# block 1

block_1/pdn.png
Pins as bars on the die edge. Tap cells in grey.
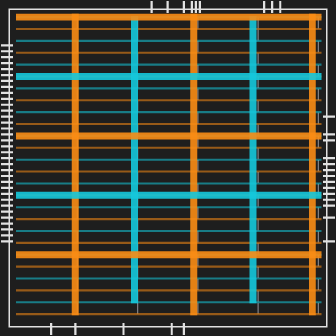
block_1/cell_classes.png
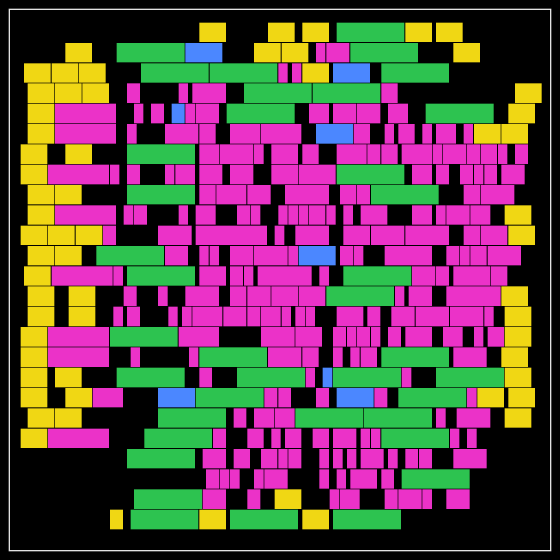
===== src/rtl/liberar_maquina_pkg.sv =====
// Shared types and helpers for the car-wash payment controller.
//   estado_t   : controller states (idle, wash selected, machine released)
//   nota_valor : maps the 2-bit note code from the reader to its currency value
package liberar_maquina_pkg;

    typedef enum logic [1:0] {
        OCIOSO      = 2'd0,
        SELECIONADO = 2'd1,
        LIBERADO    = 2'd2
    } estado_t;

    localparam int NOTA_VALOR_W = 5;

    // Note codes 0..3 correspond to notes of 2, 5, 10 and 20 units.
    function automatic logic [NOTA_VALOR_W-1:0] nota_valor(input logic [1:0] cod);
        logic [NOTA_VALOR_W-1:0] valor;
        case (cod)
            2'd0:    valor = 5'd2;
            2'd1:    valor = 5'd5;
            2'd2:    valor = 5'd10;
            default: valor = 5'd20;
        endcase
        return valor;
    endfunction

endpackage


===== src/rtl/temporizador_inatividade.sv =====
// Inactivity timer for the payment controller.
// Ports:
//   clk, rst_n : clock and asynchronous active-low reset
//   carregar   : restart the countdown (selection made or note inserted)
//   limpar     : stop the timer (transaction ended); wins over carregar
//   expirou    : high during the last idle cycle, so the controller's registered
//                refund lands exactly TIMEOUT cycles after the last restart
module temporizador_inatividade #(
    parameter int TIMEOUT = 1000
) (
    input  logic clk,
    input  logic rst_n,
    input  logic carregar,
    input  logic limpar,
    output logic expirou
);

    // Holds values up to TIMEOUT-1; a count of zero means the timer is stopped.
    localparam int CNT_W = $clog2(TIMEOUT);
    localparam logic [CNT_W-1:0] CARGA = CNT_W'(TIMEOUT - 1);

    logic [CNT_W-1:0] contagem;

    always_ff @(posedge clk or negedge rst_n) begin
        if (!rst_n) begin
            contagem <= '0;
        end else if (limpar) begin
            contagem <= '0;
        end else if (carregar) begin
            contagem <= CARGA;
        end else if (contagem != '0) begin
            contagem <= contagem - 1'b1;
        end
    end

    // Count one is reached TIMEOUT-1 cycles after loading; the controller
    // registers its refund on the following edge.
    assign expirou = (contagem == CNT_W'(1));

endmodule


===== src/rtl/liberar_maquina_credito.sv =====
// Credit-accumulating payment controller for the car-wash machine.
// Ports:
//   clk, rst_n     : clock and asynchronous active-low reset
//   preco_tab      : flat price table, type i at [i*CRED_W +: CRED_W]
//   sel_valida     : wash type selection pulse, with sel_lavagem
//   nota_valida    : note inserted pulse, with nota_cod
//   cancelar       : customer cancel pulse
//   lavagem_fim    : wash complete pulse from the machine
//   liberar        : machine enable level
//   credito        : accumulated credit
//   troco          : change/refund value, qualified by troco_valido
//   troco_valido   : one pulse per transaction end
//   nota_rejeitada : note refused pulse
//   ocupado        : high whenever not idle
module liberar_maquina_credito
    import liberar_maquina_pkg::*;
#(
    parameter int N_LAVAGENS = 4,
    parameter int CRED_W     = 8,
    parameter int TIMEOUT    = 1000
) (
    input  logic                         clk,
    input  logic                         rst_n,
    input  logic [N_LAVAGENS*CRED_W-1:0] preco_tab,
    input  logic                         sel_valida,
    input  logic [$clog2(N_LAVAGENS)-1:0] sel_lavagem,
    input  logic                         nota_valida,
    input  logic [1:0]                   nota_cod,
    input  logic                         cancelar,
    input  logic                         lavagem_fim,
    output logic                         liberar,
    output logic [CRED_W-1:0]            credito,
    output logic [CRED_W-1:0]            troco,
    output logic                         troco_valido,
    output logic                         nota_rejeitada,
    output logic                         ocupado
);

    estado_t           estado, estado_prox;
    logic [CRED_W-1:0] preco, preco_prox;
    logic [CRED_W-1:0] credito_prox, troco_prox;
    logic              troco_valido_prox, rejeita_prox;
    logic              carregar, limpar, expirou;
    logic [CRED_W:0]   soma;
    logic              estouro;
    logic [CRED_W-1:0] cred_atual;

    temporizador_inatividade #(
        .TIMEOUT (TIMEOUT)
    ) u_temporizador (
        .clk      (clk),
        .rst_n    (rst_n),
        .carregar (carregar),
        .limpar   (limpar),
        .expirou  (expirou)
    );

    // One extra bit on the sum exposes a note that would overflow the credit.
    assign soma    = {1'b0, credito} + (CRED_W+1)'(nota_valor(nota_cod));
    assign estouro = soma[CRED_W];

    always_ff @(posedge clk or negedge rst_n) begin
        if (!rst_n) begin
            estado         <= OCIOSO;
            preco          <= '0;
            credito        <= '0;
            troco          <= '0;
            troco_valido   <= 1'b0;
            nota_rejeitada <= 1'b0;
        end else begin
            estado         <= estado_prox;
            preco          <= preco_prox;
            credito        <= credito_prox;
            troco          <= troco_prox;
            troco_valido   <= troco_valido_prox;
            nota_rejeitada <= rejeita_prox;
        end
    end

    always_comb begin
        estado_prox       = estado;
        preco_prox        = preco;
        credito_prox      = credito;
        troco_prox        = troco;
        troco_valido_prox = 1'b0;
        rejeita_prox      = 1'b0;
        carregar          = 1'b0;
        limpar            = 1'b0;
        cred_atual        = credito;

        case (estado)
            OCIOSO: begin
                if (nota_valida) begin
                    rejeita_prox = 1'b1;
                end
                if (sel_valida && (int'(sel_lavagem) < N_LAVAGENS)) begin
                    preco_prox   = preco_tab[sel_lavagem*CRED_W +: CRED_W];
                    credito_prox = '0;
                    carregar     = 1'b1;
                    estado_prox  = SELECIONADO;
                end
            end

            SELECIONADO: begin
                // Any note, accepted or refused, restarts the inactivity timer.
                if (nota_valida) begin
                    carregar = 1'b1;
                    if (estouro) begin
                        rejeita_prox = 1'b1;
                    end else begin
                        cred_atual = soma[CRED_W-1:0];
                    end
                end

                // Cancel takes priority over release, and refunds the credit
                // including a note accepted in the same cycle. A note in the
                // expiry cycle means the customer was not idle.
                if (cancelar || (expirou && !nota_valida)) begin
                    troco_prox        = cred_atual;
                    troco_valido_prox = 1'b1;
                    credito_prox      = '0;
                    limpar            = 1'b1;
                    estado_prox       = OCIOSO;
                end else if (nota_valida && !estouro && (cred_atual >= preco)) begin
                    troco_prox        = cred_atual - preco;
                    troco_valido_prox = 1'b1;
                    credito_prox      = '0;
                    limpar            = 1'b1;
                    estado_prox       = LIBERADO;
                end else begin
                    credito_prox = cred_atual;
                end
            end

            LIBERADO: begin
                if (nota_valida) begin
                    rejeita_prox = 1'b1;
                end
                if (lavagem_fim) begin
                    estado_prox = OCIOSO;
                end
            end

            default: begin
                estado_prox = OCIOSO;
            end
        endcase
    end

    // Decoded straight from the state register, so reset drops them at once.
    assign liberar = (estado == LIBERADO);
    assign ocupado = (estado != OCIOSO);

endmodule


===== config.mk =====
export PLATFORM = sky130hd
export DESIGN_NAME = liberar_maquina_credito
export DESIGN_NICKNAME = d
export VERILOG_FILES = /design/src/rtl/liberar_maquina_pkg.sv /design/src/rtl/temporizador_inatividade.sv /design/src/rtl/liberar_maquina_credito.sv
export SDC_FILE = /design/constraint.sdc
export NUM_CORES = 1
export LEC_CHECK = 0
export CORE_UTILIZATION = 54
export DETAILED_ROUTE_END_ITERATION = 10
export PLACE_DENSITY = 0.85
export SYNTH_ARGS = -nofsm -noshare
export SYNTH_HDL_FRONTEND = slang
export SYNTH_SLANG_ARGS = --single-unit

===== constraint.sdc =====
create_clock -name clk -period 8.3 [get_ports clk]
set_clock_uncertainty 0.1 [all_clocks]
set_input_delay 0.83 -clock clk [delete_from_list [all_inputs] [get_ports clk]]
set_output_delay 0.83 -clock clk [all_outputs]
set_load 0.02 [all_outputs]

==> impl_metrics.ini <==
; physical design summary
[status]
outcome = complete, no violations

[final_layout]
fin_util_pct = 71.6
fill_cells = 357
combGateArea_um2 = 1560
regArea_um2 = 951
final-clk-cell-share_pct = 2.68

[global_routing]
antenna_found_initial = 0
grt_pass1_wl_mm = 9.66
track_usage_pct = 24.3

[floorplanning]
nWellTaps = 67
dieWidth_um = 72.4

[critical_path]
crit_buf_inv = 5
r2r_slack_ns = 4.13
cp_top_family = adder cells
rr_endpoint = troco[6]

[logic_synthesis]
synth_area_per_cell_um2 = 9.86
synth_top_flop_cell = dfrtp_1
ys_sh_aoi_pct = 19.2
post_synth_num_cell_types = 58
yosys-stat-area_um2 = 2670

[final_timing]
fin_tns_setup_ns = 0

[clock_network]
clockBufferDepth = 2
clock-sinks = 38

[drt]
vias_per_cell = 5.60
## Picture notes: block_1/pdn.png
Key: VDD = cyan; VSS = orange
5 straps on met4. The core has 25 rows. 62 signal pins sit on the boundary.

## Picture notes: block_1/cell_classes.png
Key: other buffers and delay cells = yellow [cells 61]; all other logic = magenta [cells 223]; clock drivers and dummy loads = blue [cells 8]; flip-flops = green [cells 38]


# block 2

===== src/rtl/agcseq16_pkg.sv =====
// rtl/agcseq16_pkg.sv - shared constants for the AGC configuration sequencer
//
// Purpose: preset configuration words, host-register reset values, sequencer
//          state encoding and host register address codes.
// Ports:   none (package).
package agcseq16_pkg;

   // Preset word0/word1; word2 of every preset is the user U2 shadow.
   localparam logic [15:0] SLOW_W0 = 16'hA420;
   localparam logic [15:0] SLOW_W1 = 16'h8008;
   localparam logic [15:0] MED_W0  = 16'hA520;
   localparam logic [15:0] MED_W1  = 16'h4008;
   localparam logic [15:0] FAST_W0 = 16'hA720;
   localparam logic [15:0] FAST_W1 = 16'h1008;

   // Preset selectors
   localparam logic [1:0] SEL_SLOW = 2'd0;
   localparam logic [1:0] SEL_MED  = 2'd1;
   localparam logic [1:0] SEL_FAST = 2'd2;
   localparam logic [1:0] SEL_USER = 2'd3;

   // Host register reset values
   localparam logic [15:0] U0_RST    = 16'hA520;
   localparam logic [15:0] U1_RST    = 16'h4008;
   localparam logic [15:0] U2_RST    = 16'h00DF;
   localparam logic [1:0]  MODE_RST  = SEL_MED;
   localparam logic [7:0]  RTIME_RST = 8'd16;

   // Sequencer states
   localparam logic [1:0] ST_IDLE = 2'd0;
   localparam logic [1:0] ST_S0   = 2'd1;
   localparam logic [1:0] ST_S1   = 2'd2;
   localparam logic [1:0] ST_S2   = 2'd3;

   // Host register addresses
   localparam logic [1:0] ADDR_U0   = 2'd0;
   localparam logic [1:0] ADDR_U1   = 2'd1;
   localparam logic [1:0] ADDR_U2   = 2'd2;
   localparam logic [1:0] ADDR_CTRL = 2'd3;

endpackage


===== src/rtl/agcseq16.sv =====
// rtl/agcseq16.sv - AGC configuration sequencer with post-transmit recovery
//
// Purpose: holds the host user shadows and control register, and writes a
//          complete three-word parameter set into the AGC whenever a request
//          is pending. After transmit it forces the FAST preset for a timed
//          recovery window of 256*rtime sample strobes.
// Ports:
//   clk, rst        clock, synchronous active-high reset
//   din, a, wr      host write data, register address, write strobe
//   dout            host read data (combinational on a)
//   ptt             transmit key
//   iv              sample strobe, paces the recovery counter
//   cin             AGC configuration word
//   w0, w1, w2      AGC configuration write strobes (one-hot pulses)
//   busy            sequence running or pending
module agcseq16
   import agcseq16_pkg::*;
(
   input  logic        clk,
   input  logic        rst,
   input  logic [15:0] din,
   input  logic [1:0]  a,
   input  logic        wr,
   output logic [15:0] dout,
   input  logic        ptt,
   input  logic        iv,
   output logic [15:0] cin,
   output logic        w0,
   output logic        w1,
   output logic        w2,
   output logic        busy
);

   logic [15:0] r_u0, r_u1, r_u2;
   logic [1:0]  r_mode;
   logic [7:0]  r_rtime;
   logic        r_pend;
   logic        r_rec;
   logic [15:0] r_rctr;
   logic        r_ptt_q;
   logic [1:0]  r_state;
   logic [1:0]  r_sel;
   logic [15:0] r_cin;
   logic        r_w0, r_w1, r_w2;

   logic        w_ptt_fall, w_ptt_rise;
   logic        w_rec_start, w_rec_abort, w_rec_done;
   logic        w_host_req, w_req, w_start_seq;
   logic [1:0]  w_sel_now;

   function automatic logic [15:0] preset_word(input logic [1:0]  sel,
                                               input logic [1:0]  idx,
                                               input logic [15:0] u0,
                                               input logic [15:0] u1,
                                               input logic [15:0] u2);
      logic [15:0] word;
      word = u2;
      if (idx == 2'd0) begin
         case (sel)
            SEL_SLOW: word = SLOW_W0;
            SEL_MED:  word = MED_W0;
            SEL_FAST: word = FAST_W0;
            default:  word = u0;
         endcase
      end else if (idx == 2'd1) begin
         case (sel)
            SEL_SLOW: word = SLOW_W1;
            SEL_MED:  word = MED_W1;
            SEL_FAST: word = FAST_W1;
            default:  word = u1;
         endcase
      end
      return word;
   endfunction

   assign w_ptt_fall  = r_ptt_q & ~ptt;
   assign w_ptt_rise  = ~r_ptt_q & ptt;
   assign w_rec_start = w_ptt_fall & (r_rtime != 8'd0);
   assign w_rec_abort = w_ptt_rise & r_rec;
   assign w_rec_done  = r_rec & iv & (r_rctr == 16'd1);

   // U0/U1 only matter to the AGC when the USER preset is selected.
   assign w_host_req = wr & ((a == ADDR_CTRL) || (a == ADDR_U2) ||
                             (((a == ADDR_U0) || (a == ADDR_U1)) && (r_mode == SEL_USER)));
   assign w_req       = w_host_req | w_rec_start | w_rec_abort | w_rec_done;
   assign w_start_seq = (r_state == ST_IDLE) & r_pend;
   assign w_sel_now   = r_rec ? SEL_FAST : r_mode;

   // Host registers
   always_ff @(posedge clk) begin
      if (rst) begin
         r_u0    <= U0_RST;
         r_u1    <= U1_RST;
         r_u2    <= U2_RST;
         r_mode  <= MODE_RST;
         r_rtime <= RTIME_RST;
      end else if (wr) begin
         case (a)
            ADDR_U0: r_u0 <= din;
            ADDR_U1: r_u1 <= din;
            ADDR_U2: r_u2 <= din;
            default: begin
               r_mode  <= din[1:0];
               r_rtime <= din[15:8];
            end
         endcase
      end
   end

   // Recovery timer; rtime is only sampled at the ptt falling edge.
   always_ff @(posedge clk) begin
      if (rst) begin
         r_ptt_q <= 1'b0;
         r_rec   <= 1'b0;
         r_rctr  <= 16'd0;
      end else begin
         r_ptt_q <= ptt;
         if (w_rec_start) begin
            r_rec  <= 1'b1;
            r_rctr <= {r_rtime, 8'h00};
         end else if (w_rec_abort) begin
            r_rec  <= 1'b0;
            r_rctr <= 16'd0;
         end else if (r_rec && iv && (r_rctr != 16'd0)) begin
            r_rctr <= r_rctr - 16'd1;
            if (w_rec_done) r_rec <= 1'b0;
         end
      end
   end

   // A new request wins over the clear so nothing is lost at sequence start.
   always_ff @(posedge clk) begin
      if (rst)              r_pend <= 1'b1;
      else if (w_req)       r_pend <= 1'b1;
      else if (w_start_seq) r_pend <= 1'b0;
   end

   // Sequencer; r_sel is frozen at start so presets never mix.
   always_ff @(posedge clk) begin
      if (rst) begin
         r_state <= ST_IDLE;
         r_sel   <= SEL_SLOW;
         r_cin   <= 16'd0;
         r_w0    <= 1'b0;
         r_w1    <= 1'b0;
         r_w2    <= 1'b0;
      end else begin
         case (r_state)
            ST_IDLE: begin
               r_w2 <= 1'b0;
               if (r_pend) begin
                  r_state <= ST_S0;
                  r_sel   <= w_sel_now;
                  r_cin   <= preset_word(w_sel_now, 2'd0, r_u0, r_u1, r_u2);
                  r_w0    <= 1'b1;
               end
            end
            ST_S0: begin
               r_state <= ST_S1;
               r_cin   <= preset_word(r_sel, 2'd1, r_u0, r_u1, r_u2);
               r_w0    <= 1'b0;
               r_w1    <= 1'b1;
            end
            ST_S1: begin
               r_state <= ST_S2;
               r_cin   <= preset_word(r_sel, 2'd2, r_u0, r_u1, r_u2);
               r_w1    <= 1'b0;
               r_w2    <= 1'b1;
            end
            default: begin
               r_state <= ST_IDLE;
               r_w2    <= 1'b0;
            end
         endcase
      end
   end

   assign cin  = r_cin;
   assign w0   = r_w0;
   assign w1   = r_w1;
   assign w2   = r_w2;
   assign busy = (r_state != ST_IDLE) | r_pend;

   always_comb begin
      dout = 16'd0;
      case (a)
         ADDR_U0: dout = r_u0;
         ADDR_U1: dout = r_u1;
         ADDR_U2: dout = r_u2;
         default: dout = {r_rtime, 4'b0000, busy, r_rec, r_mode};
      endcase
   end

endmodule


===== config.mk =====
export PLATFORM = sky130hd
export DESIGN_NAME = agcseq16
export DESIGN_NICKNAME = d
export VERILOG_FILES = /design/src/rtl/agcseq16_pkg.sv /design/src/rtl/agcseq16.sv
export SDC_FILE = /design/constraint.sdc
export NUM_CORES = 1
export LEC_CHECK = 0
export CAP_MARGIN = 20
export CORE_ASPECT_RATIO = 1.1
export CORE_UTILIZATION = 55
export DETAILED_ROUTE_END_ITERATION = 7
export PLACE_DENSITY = 0.82
export SLEW_MARGIN = 20
export SYNTH_ARGS = -nofsm -noshare
export SYNTH_HDL_FRONTEND = slang
export SYNTH_SLANG_ARGS = --single-unit

===== constraint.sdc =====
create_clock -name clk -period 2.5 [get_ports clk]
set_input_delay 0.5 -clock clk [delete_from_list [all_inputs] [get_ports clk]]
set_output_delay 0.5 -clock clk [all_outputs]
set_load 0.05 [all_outputs]

==> impl_metrics.ini <==
; physical design summary
[critical_path]
slowest_delay_ns = 0.53
critical_path_class = input pin to primary output

[place]
dpl-instance-area_um2 = 5570
dp_slack_ns = 0.0542

[final_layout]
fin_util_pct = 69.1
drive_above_1_share_pct = 13.4
layout.nonclk_buf_share_pct = 14.2
combAreaFraction_pct = 44.6

[logic_synthesis]
synth-async-reset-ratio_pct = 0
yosys.stat.seqShare_pct = 42.1
ys_sh_mux_pct = 7.84
yosysTopAreaCell = dfxtp_1
ys.flops = 100
synth_top_flop_cell = dfxtp_1
topCellsByArea = dfxtp_1 42%, nand2_1 12%, a21oi_1 7.5%
post_synth_num_cell_types = 49

[drt]
vias = 4689
drt-total-wl_mm = 13.4

[status]
outcome = complete, no violations

[pwr]
p_comb_w = 0.00197

[final_timing]
worst_slew_pin_slew_ns = 0.787
block_2/pdn.png
Pins as bars on the die edge. Tap cells in grey.
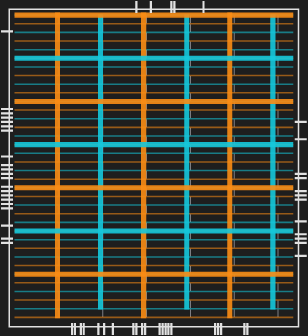
Key: VDD = cyan; VSS = orange
111 tap cells. 59 signal pins sit on the boundary. 6 straps on met4.

block_2/cell_classes.png
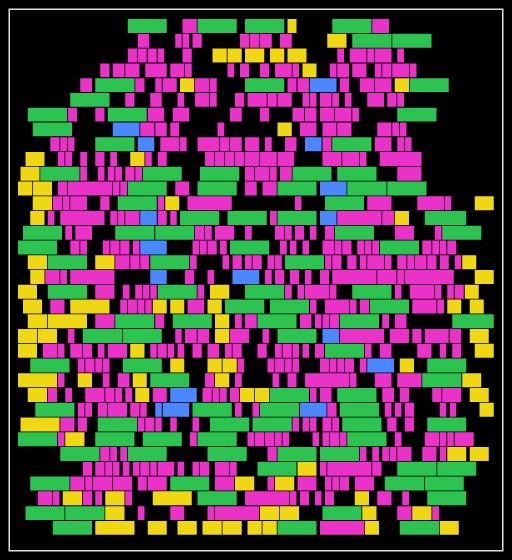
Key: flip-flops = green [cells 100]; all other logic = magenta [cells 449]; clock drivers and dummy loads = blue [cells 16]; other buffers and delay cells = yellow [cells 86]

block_2/clock_map.png
Scale bar: 20 um.
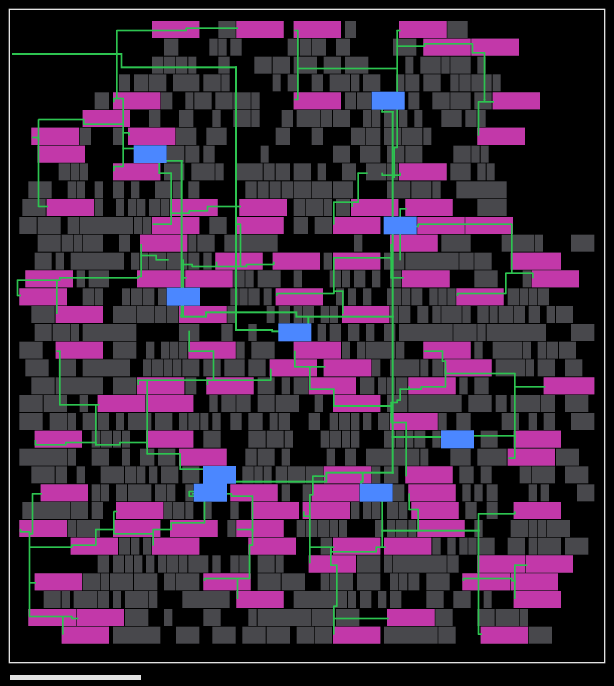
Key: clock wires = green [length 1060 um]; flip-flops = magenta [count 100]; cells driving clock nets = blue [count 9]
Position of the flops: spread over the die. There are 10 routed clock nets.


# block 3

block_3/pdn.png
Pins as bars on the die edge. Tap cells in grey.
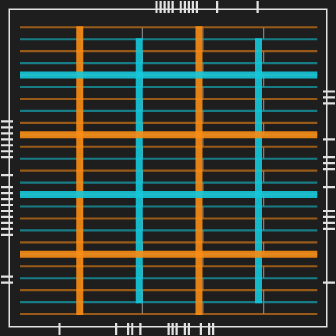
block_3/cell_classes.png
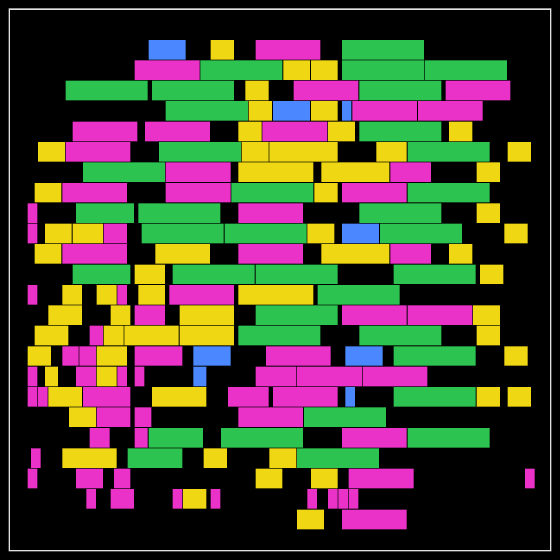
block_3/clock_map.png
Scale bar: 20 um.
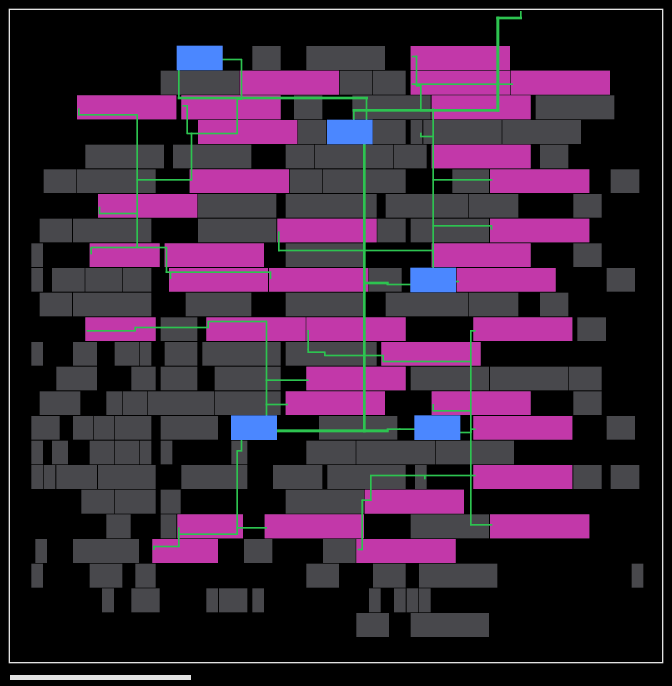
### config.mk
export PLATFORM = sky130hd
export DESIGN_NAME = write_index_pipe
export DESIGN_NICKNAME = d
export VERILOG_FILES = /design/src/rtl/write_index_pipe.sv
export SDC_FILE = /design/constraint.sdc
export NUM_CORES = 1
export LEC_CHECK = 0
export CAP_MARGIN = 15
export CORE_MARGIN = 2
export CORE_UTILIZATION = 43
export DETAILED_ROUTE_END_ITERATION = 6
export PLACE_DENSITY = 0.76
export SYNTH_ARGS = -nofsm -noshare
export SYNTH_HDL_FRONTEND = slang
export SYNTH_SLANG_ARGS = --single-unit
### constraint.sdc
create_clock -name clk -period 1.3 [get_ports clk]
set_input_delay 0.26 -clock clk [delete_from_list [all_inputs] [get_ports clk]]
set_output_delay 0.26 -clock clk [all_outputs]
set_load 0.01 [all_outputs]
### src/rtl/write_index_pipe.sv
// write_index_pipe: elastic register pipeline carrying {strip_ID, occupied_width,
// strike} from the write stage to the index stage of the placement pipeline.
// Valid/ready handshake, per-stage backpressure with bubble collapsing,
// synchronous flush and a registered occupancy count.
// Optional feature macro: WRITE_INDEX_PIPE_STALL_CNT_EN enables the saturating
// backpressure stall counter; when undefined stall_cnt is tied to zero.
module write_index_pipe #(
  parameter int ID_W     = 4,
  parameter int OCC_W    = 8,
  parameter int STRIKE_W = 4,
  parameter int STAGES   = 2
) (
  input  logic                             clk,
  input  logic                             rst,
  input  logic                             flush,
  input  logic                             in_valid,
  output logic                             in_ready,
  input  logic [ID_W-1:0]                  strip_ID_in,
  input  logic [OCC_W-1:0]                 occupied_width_in,
  input  logic [STRIKE_W-1:0]              strike_in,
  output logic                             out_valid,
  input  logic                             out_ready,
  output logic [ID_W-1:0]                  strip_ID_out,
  output logic [OCC_W-1:0]                 occupied_width_out,
  output logic [STRIKE_W-1:0]              strike_out,
  output logic [$clog2(STAGES+1)-1:0]      occupancy,
  output logic [15:0]                      stall_cnt
);

  localparam int DW     = ID_W + OCC_W + STRIKE_W;
  localparam int OCC_CW = $clog2(STAGES+1);

  logic [STAGES-1:0] v;
  logic [STAGES-1:0] v_next;
  logic [STAGES-1:0] rdy;
  logic [STAGES-1:0] src_v;
  logic [DW-1:0]     data_q [STAGES];
  logic [DW-1:0]     src_d  [STAGES];
  logic [OCC_CW-1:0] occ_next;

  // Ready chain from the output side back: a stage can load if it is empty or
  // the stage after it can move on, so empty stages absorb bubbles.
  always_comb begin
    logic r;
    r   = out_ready;
    rdy = '0;
    for (int k = STAGES-1; k >= 0; k--) begin
      r      = !v[k] || r;
      rdy[k] = r;
    end
  end

  assign in_ready = rdy[0] && !flush;

  // Source of each stage: stage 0 takes the upstream inputs, the rest take
  // the preceding stage.
  always_comb begin
    src_v    = '0;
    src_v[0] = in_valid;
    src_d[0] = {strip_ID_in, occupied_width_in, strike_in};
    for (int k = 1; k < STAGES; k++) begin
      src_v[k] = v[k-1];
      src_d[k] = data_q[k-1];
    end
  end

  // Next valid bits and their popcount, so occupancy stays in step with v.
  always_comb begin
    v_next   = '0;
    occ_next = '0;
    for (int k = 0; k < STAGES; k++) begin
      if (flush) begin
        v_next[k] = 1'b0;
      end else if (rdy[k]) begin
        v_next[k] = src_v[k];
      end else begin
        v_next[k] = v[k];
      end
      occ_next = occ_next + OCC_CW'(v_next[k]);
    end
  end

  // Stage registers: data only loads from a valid source to avoid toggling,
  // and flush clears valids while leaving the data words untouched.
  always_ff @(posedge clk) begin
    if (rst) begin
      v         <= '0;
      occupancy <= '0;
      for (int k = 0; k < STAGES; k++) begin
        data_q[k] <= '0;
      end
    end else begin
      v         <= v_next;
      occupancy <= occ_next;
      for (int k = 0; k < STAGES; k++) begin
        if (!flush && rdy[k] && src_v[k]) begin
          data_q[k] <= src_d[k];
        end
      end
    end
  end

  assign out_valid = v[STAGES-1];
  assign {strip_ID_out, occupied_width_out, strike_out} = data_q[STAGES-1];

`ifdef WRITE_INDEX_PIPE_STALL_CNT_EN
  // Saturating count of cycles where the index stage refuses a ready entry;
  // only reset clears it so it survives flushes.
  always_ff @(posedge clk) begin
    if (rst) begin
      stall_cnt <= 16'h0000;
    end else if (out_valid && !out_ready && (stall_cnt != 16'hFFFF)) begin
      stall_cnt <= stall_cnt + 16'h0001;
    end
  end
`else
  assign stall_cnt = 16'h0000;
`endif

endmodule

==> impl_metrics.ini <==
; physical design summary
[run]
warning_count = 28

[logic_synthesis]
yosys.stat.seqShare_pct = 52.5
synth-async-reset-ratio_pct = 0

[final_timing]
setup_viol = 20
fin_ws_ns = -0.0754

[clock_network]
cts_root_buf = clkbuf_8
clock-sinks = 36
post_cts_buffers = 1

[critical_path]
cp.required_ns = 1.41
critical_path_class = flip-flop to flip-flop
path_max_fanout = 8
r2r-start = v[0]
cp-end-kind = flip-flop

[place]
dp_hpwl_mm = 2.11

[drt]
wl_met2_mm = 2.20
wl_per_cell_um = 18.4

[final_layout]
layout.nonclk_buf_share_pct = 25.1
clock_buffers = 7
drive_above_1_share_pct = 40.0
lay_top_count = edfxtp_1
most-common-layout-cells = 32 x edfxtp_1, 28 x nor4b_4, 19 x dlygate4sd2_1
fin_util_pct = 64.2

[floorplanning]
rows = 24
io_pins = 57

[status]
violations = setup timing
outcome = complete, but fails checks

[global_routing]
use_met3_pct = 4.72
met2_usage_pct = 24.6
grt_overflow = 0
antenna_found_initial = 0

[pwr]
power.leakage_nw = 1.09
## Picture notes: block_3/pdn.png
Key: VSS = orange; VDD = cyan
57 signal pins sit on the boundary. The core has 24 rows. 25 met1 rails follow the rows. 52 tap cells.

## Picture notes: block_3/cell_classes.png
Key: clock drivers and dummy loads = blue [cells 8]; other buffers and delay cells = yellow [cells 60]; all other logic = magenta [cells 66]; flip-flops = green [cells 36]

## Picture notes: block_3/clock_map.png
Key: cells driving clock nets = blue [count 5]; flip-flops = magenta [count 36]; clock wires = green [length 425 um]
There are 6 routed clock nets.


# block 4

block_4/pdn.png
Pins as bars on the die edge. Tap cells in grey.
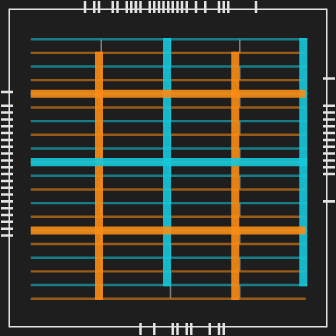
block_4/cell_classes.png
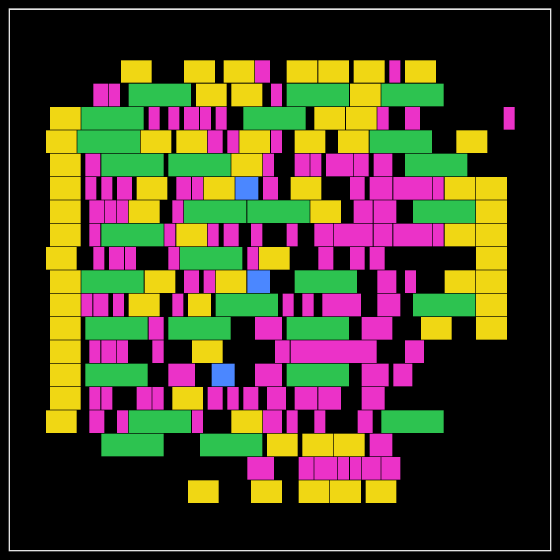
$ cat src/rtl/cpu_pkg.sv
// Shared definitions for the instruction sequencer: word/address widths,
// opcode field layout, the halt opcode and the sequencer state encoding.
package cpu_pkg;

  localparam int unsigned DATA_W = 20;
  localparam int unsigned ADDR_W = 5;

  // Opcode occupies the top OPC_W bits of the instruction word.
  localparam int unsigned OPC_W = 5;
  localparam logic [OPC_W-1:0] OP_HALT = 5'h1F;

  typedef enum logic [2:0] {
    S_IDLE,
    S_FETCH,
    S_DECODE,
    S_EXEC,
    S_WB,
    S_HALT
  } seq_state_e;

endpackage

$ cat src/rtl/fetch_watchdog.sv
// Counts consecutive FETCH cycles without an acknowledge and flags expiry
// on the cycle that reaches TIMEOUT_CYC. Used only when SEQ_TIMEOUT_EN is defined.
module fetch_watchdog #(
  parameter int unsigned TIMEOUT_CYC = 15
) (
  input  logic clk,
  input  logic rst,
  input  logic active,
  input  logic ack,
  output logic expire
);

  localparam int unsigned CNT_W = $clog2(TIMEOUT_CYC + 1);

  logic [CNT_W-1:0] cnt;

  always_ff @(posedge clk) begin
    if (rst || !active || ack) cnt <= '0;
    else                       cnt <= cnt + CNT_W'(1);
  end

  // cnt holds the number of earlier waiting cycles, so this cycle is the TIMEOUT_CYC-th.
  assign expire = active && !ack && (cnt == CNT_W'(TIMEOUT_CYC - 1));

endmodule

$ cat src/rtl/instr_sequencer.sv
// Fetch/decode/exec/writeback instruction sequencer.
// Optional fetch watchdog enabled by defining SEQ_TIMEOUT_EN.
module instr_sequencer #(
  parameter int unsigned DATA_W      = cpu_pkg::DATA_W,
  parameter int unsigned ADDR_W      = cpu_pkg::ADDR_W,
  parameter int unsigned TIMEOUT_CYC = 15
) (
  input  logic              clk,
  input  logic              rst,
  input  logic              start,
  output logic              mem_req,
  output logic [ADDR_W-1:0] mem_addr,
  input  logic              mem_ack,
  input  logic [DATA_W-1:0] mem_rdata,
  input  logic              pc_load,
  input  logic [ADDR_W-1:0] pc_target,
  output logic [DATA_W-1:0] instr,
  output logic              decode_en,
  output logic              exec_en,
  output logic              wb_en,
  output logic [ADDR_W-1:0] pc,
  output logic              busy,
  output logic              halted,
  output logic              fault
);

  import cpu_pkg::*;

  if (TIMEOUT_CYC < 1) begin : g_bad_timeout
    $error("instr_sequencer: TIMEOUT_CYC must be at least 1");
  end

  seq_state_e state, state_next;
  logic       timeout;

`ifdef SEQ_TIMEOUT_EN
  logic fault_q;

  fetch_watchdog #(
    .TIMEOUT_CYC(TIMEOUT_CYC)
  ) u_fetch_watchdog (
    .clk   (clk),
    .rst   (rst),
    .active(state == S_FETCH),
    .ack   (mem_ack),
    .expire(timeout)
  );

  always_ff @(posedge clk) begin
    if (rst)          fault_q <= 1'b0;
    else if (timeout) fault_q <= 1'b1;
  end

  assign fault = fault_q;
`else
  assign timeout = 1'b0;
  assign fault   = 1'b0;
`endif

  always_ff @(posedge clk) begin
    if (rst) begin
      state <= S_IDLE;
      pc    <= '0;
      instr <= '0;
    end else begin
      state <= state_next;
      if (state == S_FETCH && mem_ack) begin
        instr <= mem_rdata;
        pc    <= pc + ADDR_W'(1);
      end
      if (state == S_EXEC && pc_load) pc <= pc_target;
    end
  end

  always_comb begin
    state_next = state;
    case (state)
      S_IDLE:   if (start) state_next = S_FETCH;
      S_FETCH: begin
        if (mem_ack)      state_next = S_DECODE;
        else if (timeout) state_next = S_HALT;
      end
      S_DECODE: state_next = (instr[DATA_W-1 -: OPC_W] == OP_HALT) ? S_HALT : S_EXEC;
      S_EXEC:   state_next = S_WB;
      S_WB:     state_next = S_FETCH;
      S_HALT:   state_next = S_HALT;
      default:  state_next = S_IDLE;
    endcase
  end

  assign mem_req   = (state == S_FETCH);
  assign mem_addr  = pc;
  assign decode_en = (state == S_DECODE);
  assign exec_en   = (state == S_EXEC);
  assign wb_en     = (state == S_WB);
  assign busy      = (state == S_FETCH) || (state == S_DECODE) ||
                     (state == S_EXEC)  || (state == S_WB);
  assign halted    = (state == S_HALT);

endmodule

$ cat config.mk
export PLATFORM = sky130hd
export DESIGN_NAME = instr_sequencer
export DESIGN_NICKNAME = d
export VERILOG_FILES = /design/src/rtl/cpu_pkg.sv /design/src/rtl/fetch_watchdog.sv /design/src/rtl/instr_sequencer.sv
export SDC_FILE = /design/constraint.sdc
export NUM_CORES = 1
export LEC_CHECK = 0
export CORE_MARGIN = 4
export CORE_UTILIZATION = 42
export DETAILED_ROUTE_END_ITERATION = 7
export HOLD_SLACK_MARGIN = 0.15
export PLACE_DENSITY = 0.94
export SETUP_SLACK_MARGIN = 0.15
export SLEW_MARGIN = 20
export SYNTH_ARGS = -nofsm -noshare
export SYNTH_HDL_FRONTEND = slang
export SYNTH_SLANG_ARGS = --single-unit
$ cat constraint.sdc
create_clock -name clk -period 3 [get_ports clk]
set_input_delay 0.45 -clock clk [delete_from_list [all_inputs] [get_ports clk]]
set_output_delay 0.45 -clock clk [all_outputs]
set_load 0.03 [all_outputs]
==> impl_metrics.ini <==
; physical design summary
[status]
outcome = complete, no violations

[critical_path]
path_max_fanout = 11
worstSetupEndpoint = halted
r2r_slack_ns = 1.28
startpoint = state[0]

[clock_network]
clockBufferDepth = 2
h-tree-depth = 1

[final_layout]
fin_util_pct = 66.5
most-common-layout-cells = 65 x clkdlybuf4s50_1, 42 x nand2_1, 28 x dfxtp_1
fin_nets = 240
insertedDiodeCount = 0

[final_timing]
fin_crit_ns = 2.41
fmax_ghz = 0.415

[logic_synthesis]
synth-edff-count = 0
yosys-stat-area_um2 = 1270

[place]
gp_congestion = 0.752

[pwr]
p_comb_w = 0.000197
About block_4/pdn.png:
Key: VDD = cyan; VSS = orange
4 straps on met4. The core has 19 rows.

About block_4/cell_classes.png:
Key: other buffers and delay cells = yellow [cells 66]; cells driving clock nets = blue [cells 3]; flip-flops = green [cells 28]; all other logic = magenta [cells 110]


# block 5

block_5/pdn.png
Pins as bars on the die edge. Tap cells in grey.
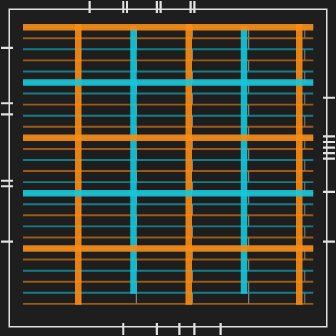
block_5/cell_classes.png
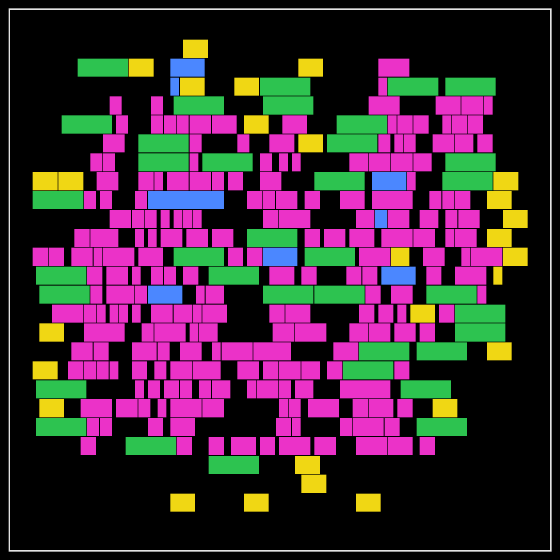
### config.mk
export PLATFORM = sky130hd
export DESIGN_NAME = q_measure
export DESIGN_NICKNAME = d
export VERILOG_FILES = /design/src/rtl/control_pkg.sv /design/src/rtl/q_accumulator.sv /design/src/rtl/q_measure.sv
export SDC_FILE = /design/constraint.sdc
export NUM_CORES = 1
export LEC_CHECK = 0
export CORE_MARGIN = 3
export CORE_UTILIZATION = 45
export DETAILED_ROUTE_END_ITERATION = 16
export PLACE_DENSITY = 0.77
export RECOVER_POWER = 25
export SYNTH_ARGS = -nofsm -noshare
export SYNTH_HDL_FRONTEND = slang
export SYNTH_HIERARCHICAL = 1
export SYNTH_SLANG_ARGS = --single-unit
### constraint.sdc
create_clock -name clk -period 8.45 [get_ports clk]
set_input_delay 1.69 -clock clk [delete_from_list [all_inputs] [get_ports clk]]
set_output_delay 1.69 -clock clk [all_outputs]
set_load 0.05 [all_outputs]
### src/rtl/control_pkg.sv
// Shared types and sizing helpers for the charge-measurement and bisection control path.
package control_pkg;

  typedef enum logic [1:0] {
    IDLE   = 2'd0,
    SETTLE = 2'd1,
    ACCUM  = 2'd2
  } q_meas_state_t;

  localparam int DEFAULT_WIDTH = 10;

  function automatic int n_of(input int log2_samples);
    return 1 << log2_samples;
  endfunction

  function automatic int acc_w_of(input int width, input int log2_samples);
    return width + log2_samples;
  endfunction

  // Half an LSB of the averaged result; nothing to round when only one sample is taken.
  function automatic int round_of(input int log2_samples);
    int r;
    if (log2_samples == 0) begin
      r = 0;
    end else begin
      r = 1 << (log2_samples - 1);
    end
    return r;
  endfunction

endpackage

### src/rtl/q_accumulator.sv
// Sample accumulator: clear, add-on-valid, sample count and final-sample flag.
module q_accumulator
  import control_pkg::*;
#(
  parameter int WIDTH        = DEFAULT_WIDTH,
  parameter int LOG2_SAMPLES = 3
) (
  input  logic                             clk,
  input  logic                             rst_n,
  input  logic                             clear,
  input  logic                             add,
  input  logic [WIDTH-1:0]                 data,
  output logic [WIDTH+LOG2_SAMPLES-1:0]    sum,
  output logic                             last
);

  localparam int ACC_W = acc_w_of(WIDTH, LOG2_SAMPLES);
  localparam int CNT_W = LOG2_SAMPLES + 1;
  localparam int N     = n_of(LOG2_SAMPLES);

  logic [ACC_W-1:0] acc_q, acc_d, acc_base_s;
  logic [CNT_W-1:0] cnt_q, cnt_d, cnt_base_s;

  // A clear coinciding with an add loads the sample into an empty accumulator.
  assign acc_base_s = clear ? {ACC_W{1'b0}} : acc_q;
  assign cnt_base_s = clear ? {CNT_W{1'b0}} : cnt_q;
  assign sum        = acc_base_s + ACC_W'(data);
  assign last       = (cnt_base_s == CNT_W'(N - 1));

  // Next accumulator and sample count.
  always_comb begin
    acc_d = acc_base_s;
    cnt_d = cnt_base_s;
    if (add) begin
      acc_d = sum;
      cnt_d = cnt_base_s + CNT_W'(1);
    end else begin
      acc_d = acc_base_s;
      cnt_d = cnt_base_s;
    end
  end

  // Accumulator registers.
  always_ff @(posedge clk) begin
    if (!rst_n) begin
      acc_q <= {ACC_W{1'b0}};
      cnt_q <= {CNT_W{1'b0}};
    end else begin
      acc_q <= acc_d;
      cnt_q <= cnt_d;
    end
  end

endmodule

### src/rtl/q_measure.sv
// Settled-average charge measurement: wait a settling interval after start, then
// average 2^LOG2_SAMPLES ADC samples and strobe the rounded result.
module q_measure
  import control_pkg::*;
#(
  parameter int WIDTH         = DEFAULT_WIDTH,
  parameter int SETTLE_CYCLES = 16,
  parameter int LOG2_SAMPLES  = 3
) (
  input  logic             clk,
  input  logic             rst_n,
  input  logic             start,
  input  logic             adc_valid,
  input  logic [WIDTH-1:0] adc_data,
  output logic [WIDTH-1:0] measured_q,
  output logic             meas_valid,
  output logic             busy
);

  localparam int ACC_W = acc_w_of(WIDTH, LOG2_SAMPLES);
  localparam int SET_W = $clog2(SETTLE_CYCLES + 1);
  localparam logic [ACC_W-1:0] ROUND = ACC_W'(round_of(LOG2_SAMPLES));

  q_meas_state_t    state_q, state_d;
  logic [SET_W-1:0] settle_q, settle_d;
  logic [WIDTH-1:0] measured_d;
  logic             meas_valid_q, meas_valid_d;
  logic             busy_q, busy_d;

  logic             settle_done_s;
  logic             sample_s;
  logic             acc_clear_s;
  logic             acc_add_s;
  logic             acc_last_s;
  logic [ACC_W-1:0] acc_sum_s;
  logic [ACC_W-1:0] rounded_s;

  // The last settle cycle already takes a sample, so the first one lands on edge SETTLE_CYCLES.
  assign settle_done_s = (state_q == SETTLE) && (settle_q == {SET_W{1'b0}});
  assign sample_s      = (state_q == ACCUM) || settle_done_s;
  assign acc_clear_s   = start || settle_done_s;
  assign acc_add_s     = !start && sample_s && adc_valid;
  assign rounded_s     = acc_sum_s + ROUND;

  q_accumulator #(
    .WIDTH        (WIDTH),
    .LOG2_SAMPLES (LOG2_SAMPLES)
  ) u_acc (
    .clk   (clk),
    .rst_n (rst_n),
    .clear (acc_clear_s),
    .add   (acc_add_s),
    .data  (adc_data),
    .sum   (acc_sum_s),
    .last  (acc_last_s)
  );

  // Next-state, settle counter and result update; a start always restarts settling.
  always_comb begin
    state_d      = state_q;
    settle_d     = settle_q;
    measured_d   = measured_q;
    meas_valid_d = 1'b0;
    if (start) begin
      state_d  = SETTLE;
      settle_d = SET_W'(SETTLE_CYCLES - 1);
    end else begin
      case (state_q)
        IDLE:    state_d = IDLE;
        SETTLE: begin
          if (settle_done_s) begin
            state_d = ACCUM;
          end else begin
            settle_d = settle_q - SET_W'(1);
          end
        end
        ACCUM:   state_d = ACCUM;
        default: state_d = IDLE;
      endcase
      if (acc_add_s && acc_last_s) begin
        measured_d   = WIDTH'(rounded_s >> LOG2_SAMPLES);
        meas_valid_d = 1'b1;
        state_d      = IDLE;
      end else begin
        meas_valid_d = 1'b0;
      end
    end
    busy_d = (state_d != IDLE);
  end

  // State and output registers.
  always_ff @(posedge clk) begin
    if (!rst_n) begin
      state_q      <= IDLE;
      settle_q     <= {SET_W{1'b0}};
      measured_q   <= {WIDTH{1'b0}};
      meas_valid_q <= 1'b0;
      busy_q       <= 1'b0;
    end else begin
      state_q      <= state_d;
      settle_q     <= settle_d;
      measured_q   <= measured_d;
      meas_valid_q <= meas_valid_d;
      busy_q       <= busy_d;
    end
  end

  assign meas_valid = meas_valid_q;
  assign busy       = busy_q;

endmodule
==> impl_metrics.ini <==
; physical design summary
[final_timing]
finClkSkew_ns = 0.00667
finalHoldViolCount = 0
period_used_pct = 64.4
drv_slew = 0
slew_headroom_pct = 14.4
fin_crit_ns = 5.44

[critical_path]
crit_chain = clkdlybuf4s50_1, a21o_1, nor2b_1, ha_1, fa_1, a21o_1, a221oi_2, o21ba_2, a21boi_2, nor2_1, xnor2_1, nand3_1, nor4_1, xnor2_1, a21oi_1
cp-end-kind = flip-flop
r2r-start = settle_q[0]

[global_routing]
use_met3_pct = 3.71

[clock_network]
clk_pin_slew_ns = 0.08
cts_tree = yes

[floorplanning]
nWellTaps = 67
coreArea_um2 = 4850

[drt]
wl_per_cell_um = 13.2
vias = 1867
drt-total-wl_mm = 4.64
top_layer_used = met4

[final_layout]
logic_gate_count = 205
largest_class = logic gates
layout.nonclk_buf_share_pct = 9.66

[logic_synthesis]
synth_area_per_cell_um2 = 8.82
ys_cells = 262
synthDominantCellAreaShare_pct = 31.2

[pwr]
power_w = 0.000369

[status]
outcome = complete, no violations

[hold_path]
min_path_cells = 1

[place]
io_buffers = 25
About block_5/pdn.png:
Key: VSS = orange; VDD = cyan
67 tap cells. 26 signal pins sit on the boundary. 5 straps on met5.

About block_5/cell_classes.png:
Key: other buffers and delay cells = yellow [cells 27]; flip-flops = green [cells 36]; clock drivers and dummy loads = blue [cells 8]; all other logic = magenta [cells 214]



==> layout pictures side by side <==
Signal wires by layer.
Scale bar: 20 um.
picture 1
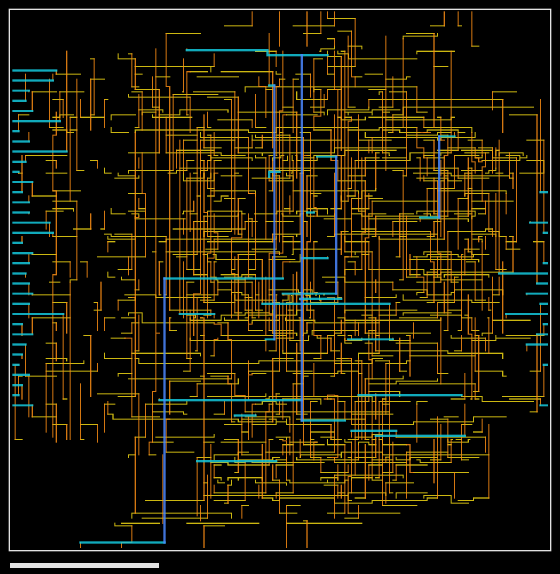
picture 2
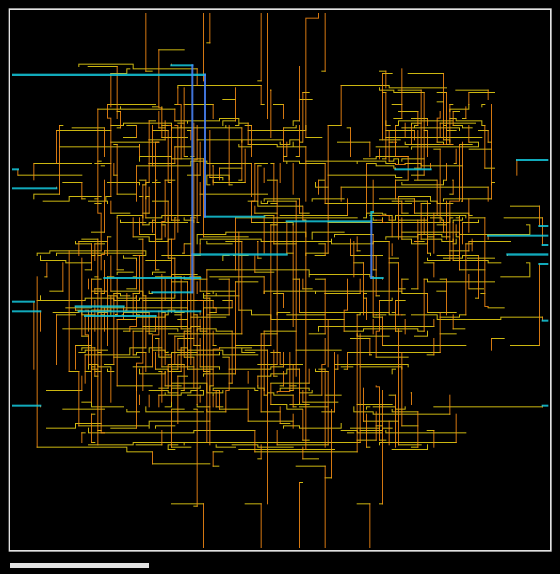
picture 3
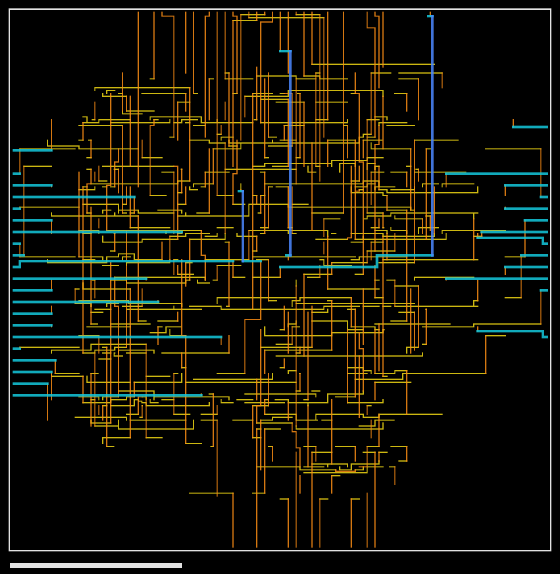
picture 4
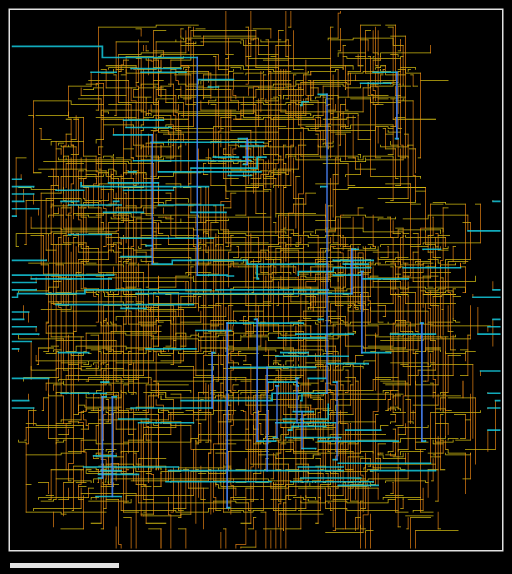
picture 5
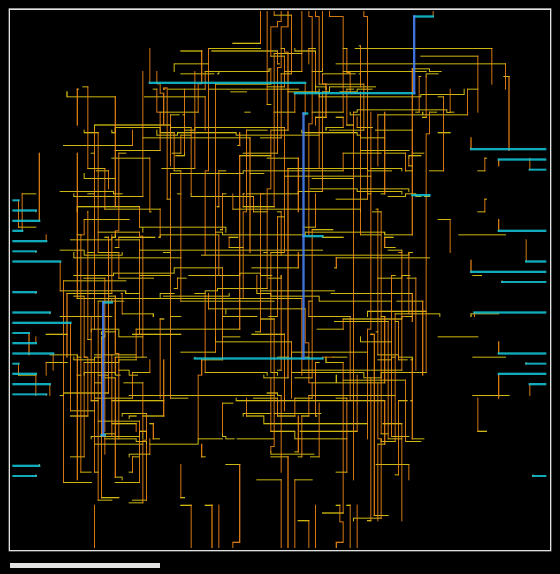
The one with the most wire is picture 4.
The one with the least wire is picture 3.
picture 3 -> block 4
picture 4 -> block 2
picture 5 -> block 3
picture 1 -> block 1
picture 2 -> block 5


==> screenshots <==
Routed clock nets over the placement.
Scale bar: 20 um.
shot_01.png
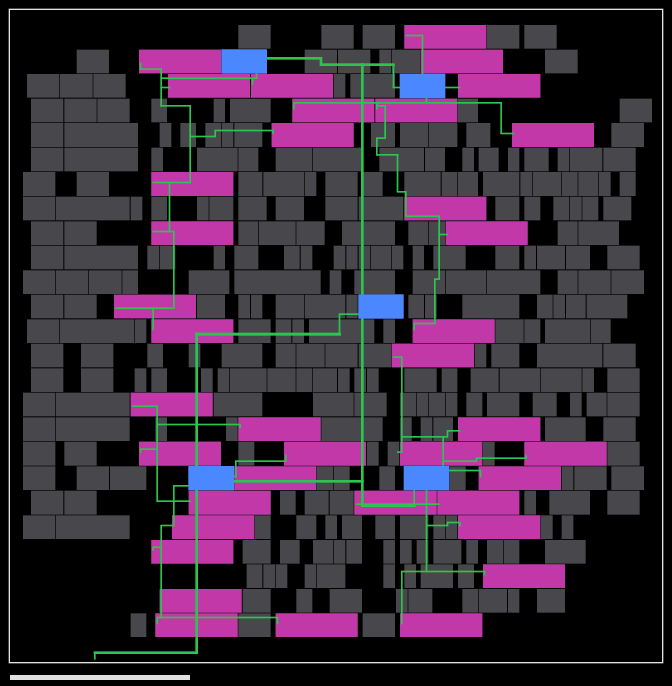
shot_02.png
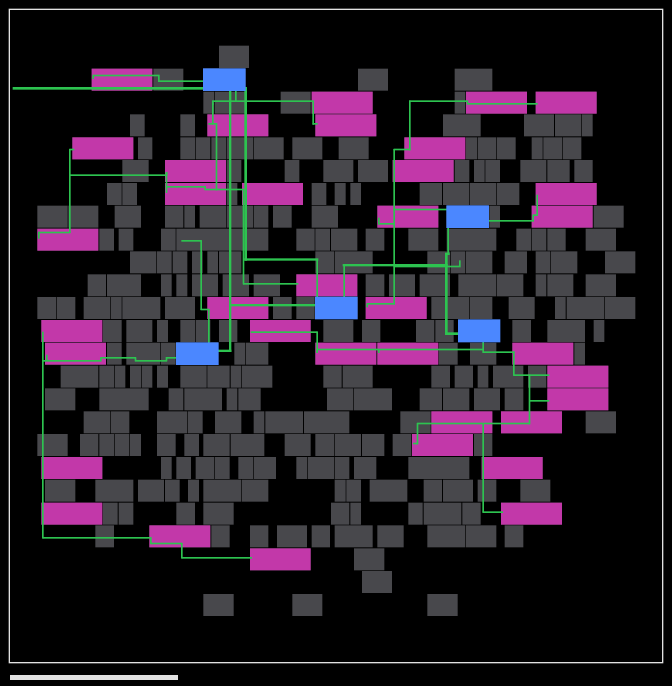
shot_03.png
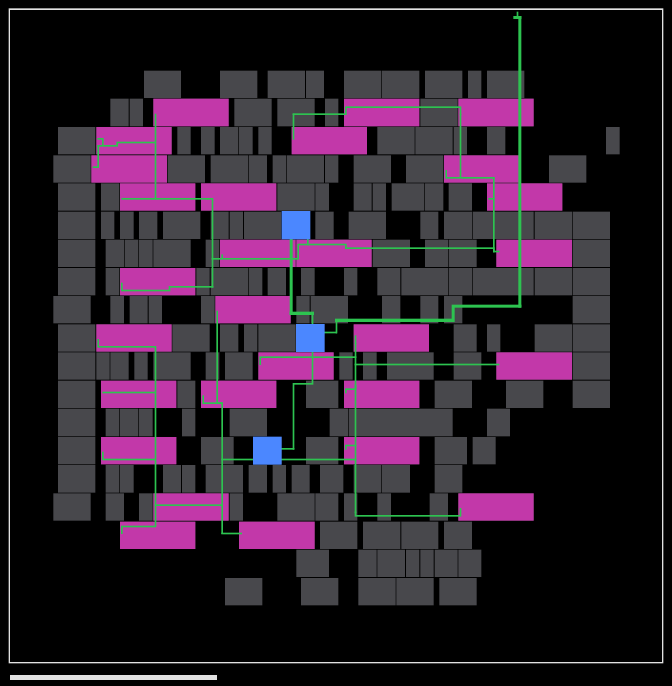
The one with the largest die is shot_02.png.
| picture | from |
|---|---|
| shot_03.png | block 4 |
| shot_01.png | block 1 |
| shot_02.png | block 5 |

Key to shot_02.png:
Key: cells driving clock nets = blue [count 5]; flip-flops = magenta [count 36]; clock wires = green [length 503 um]
There are 6 routed clock nets.

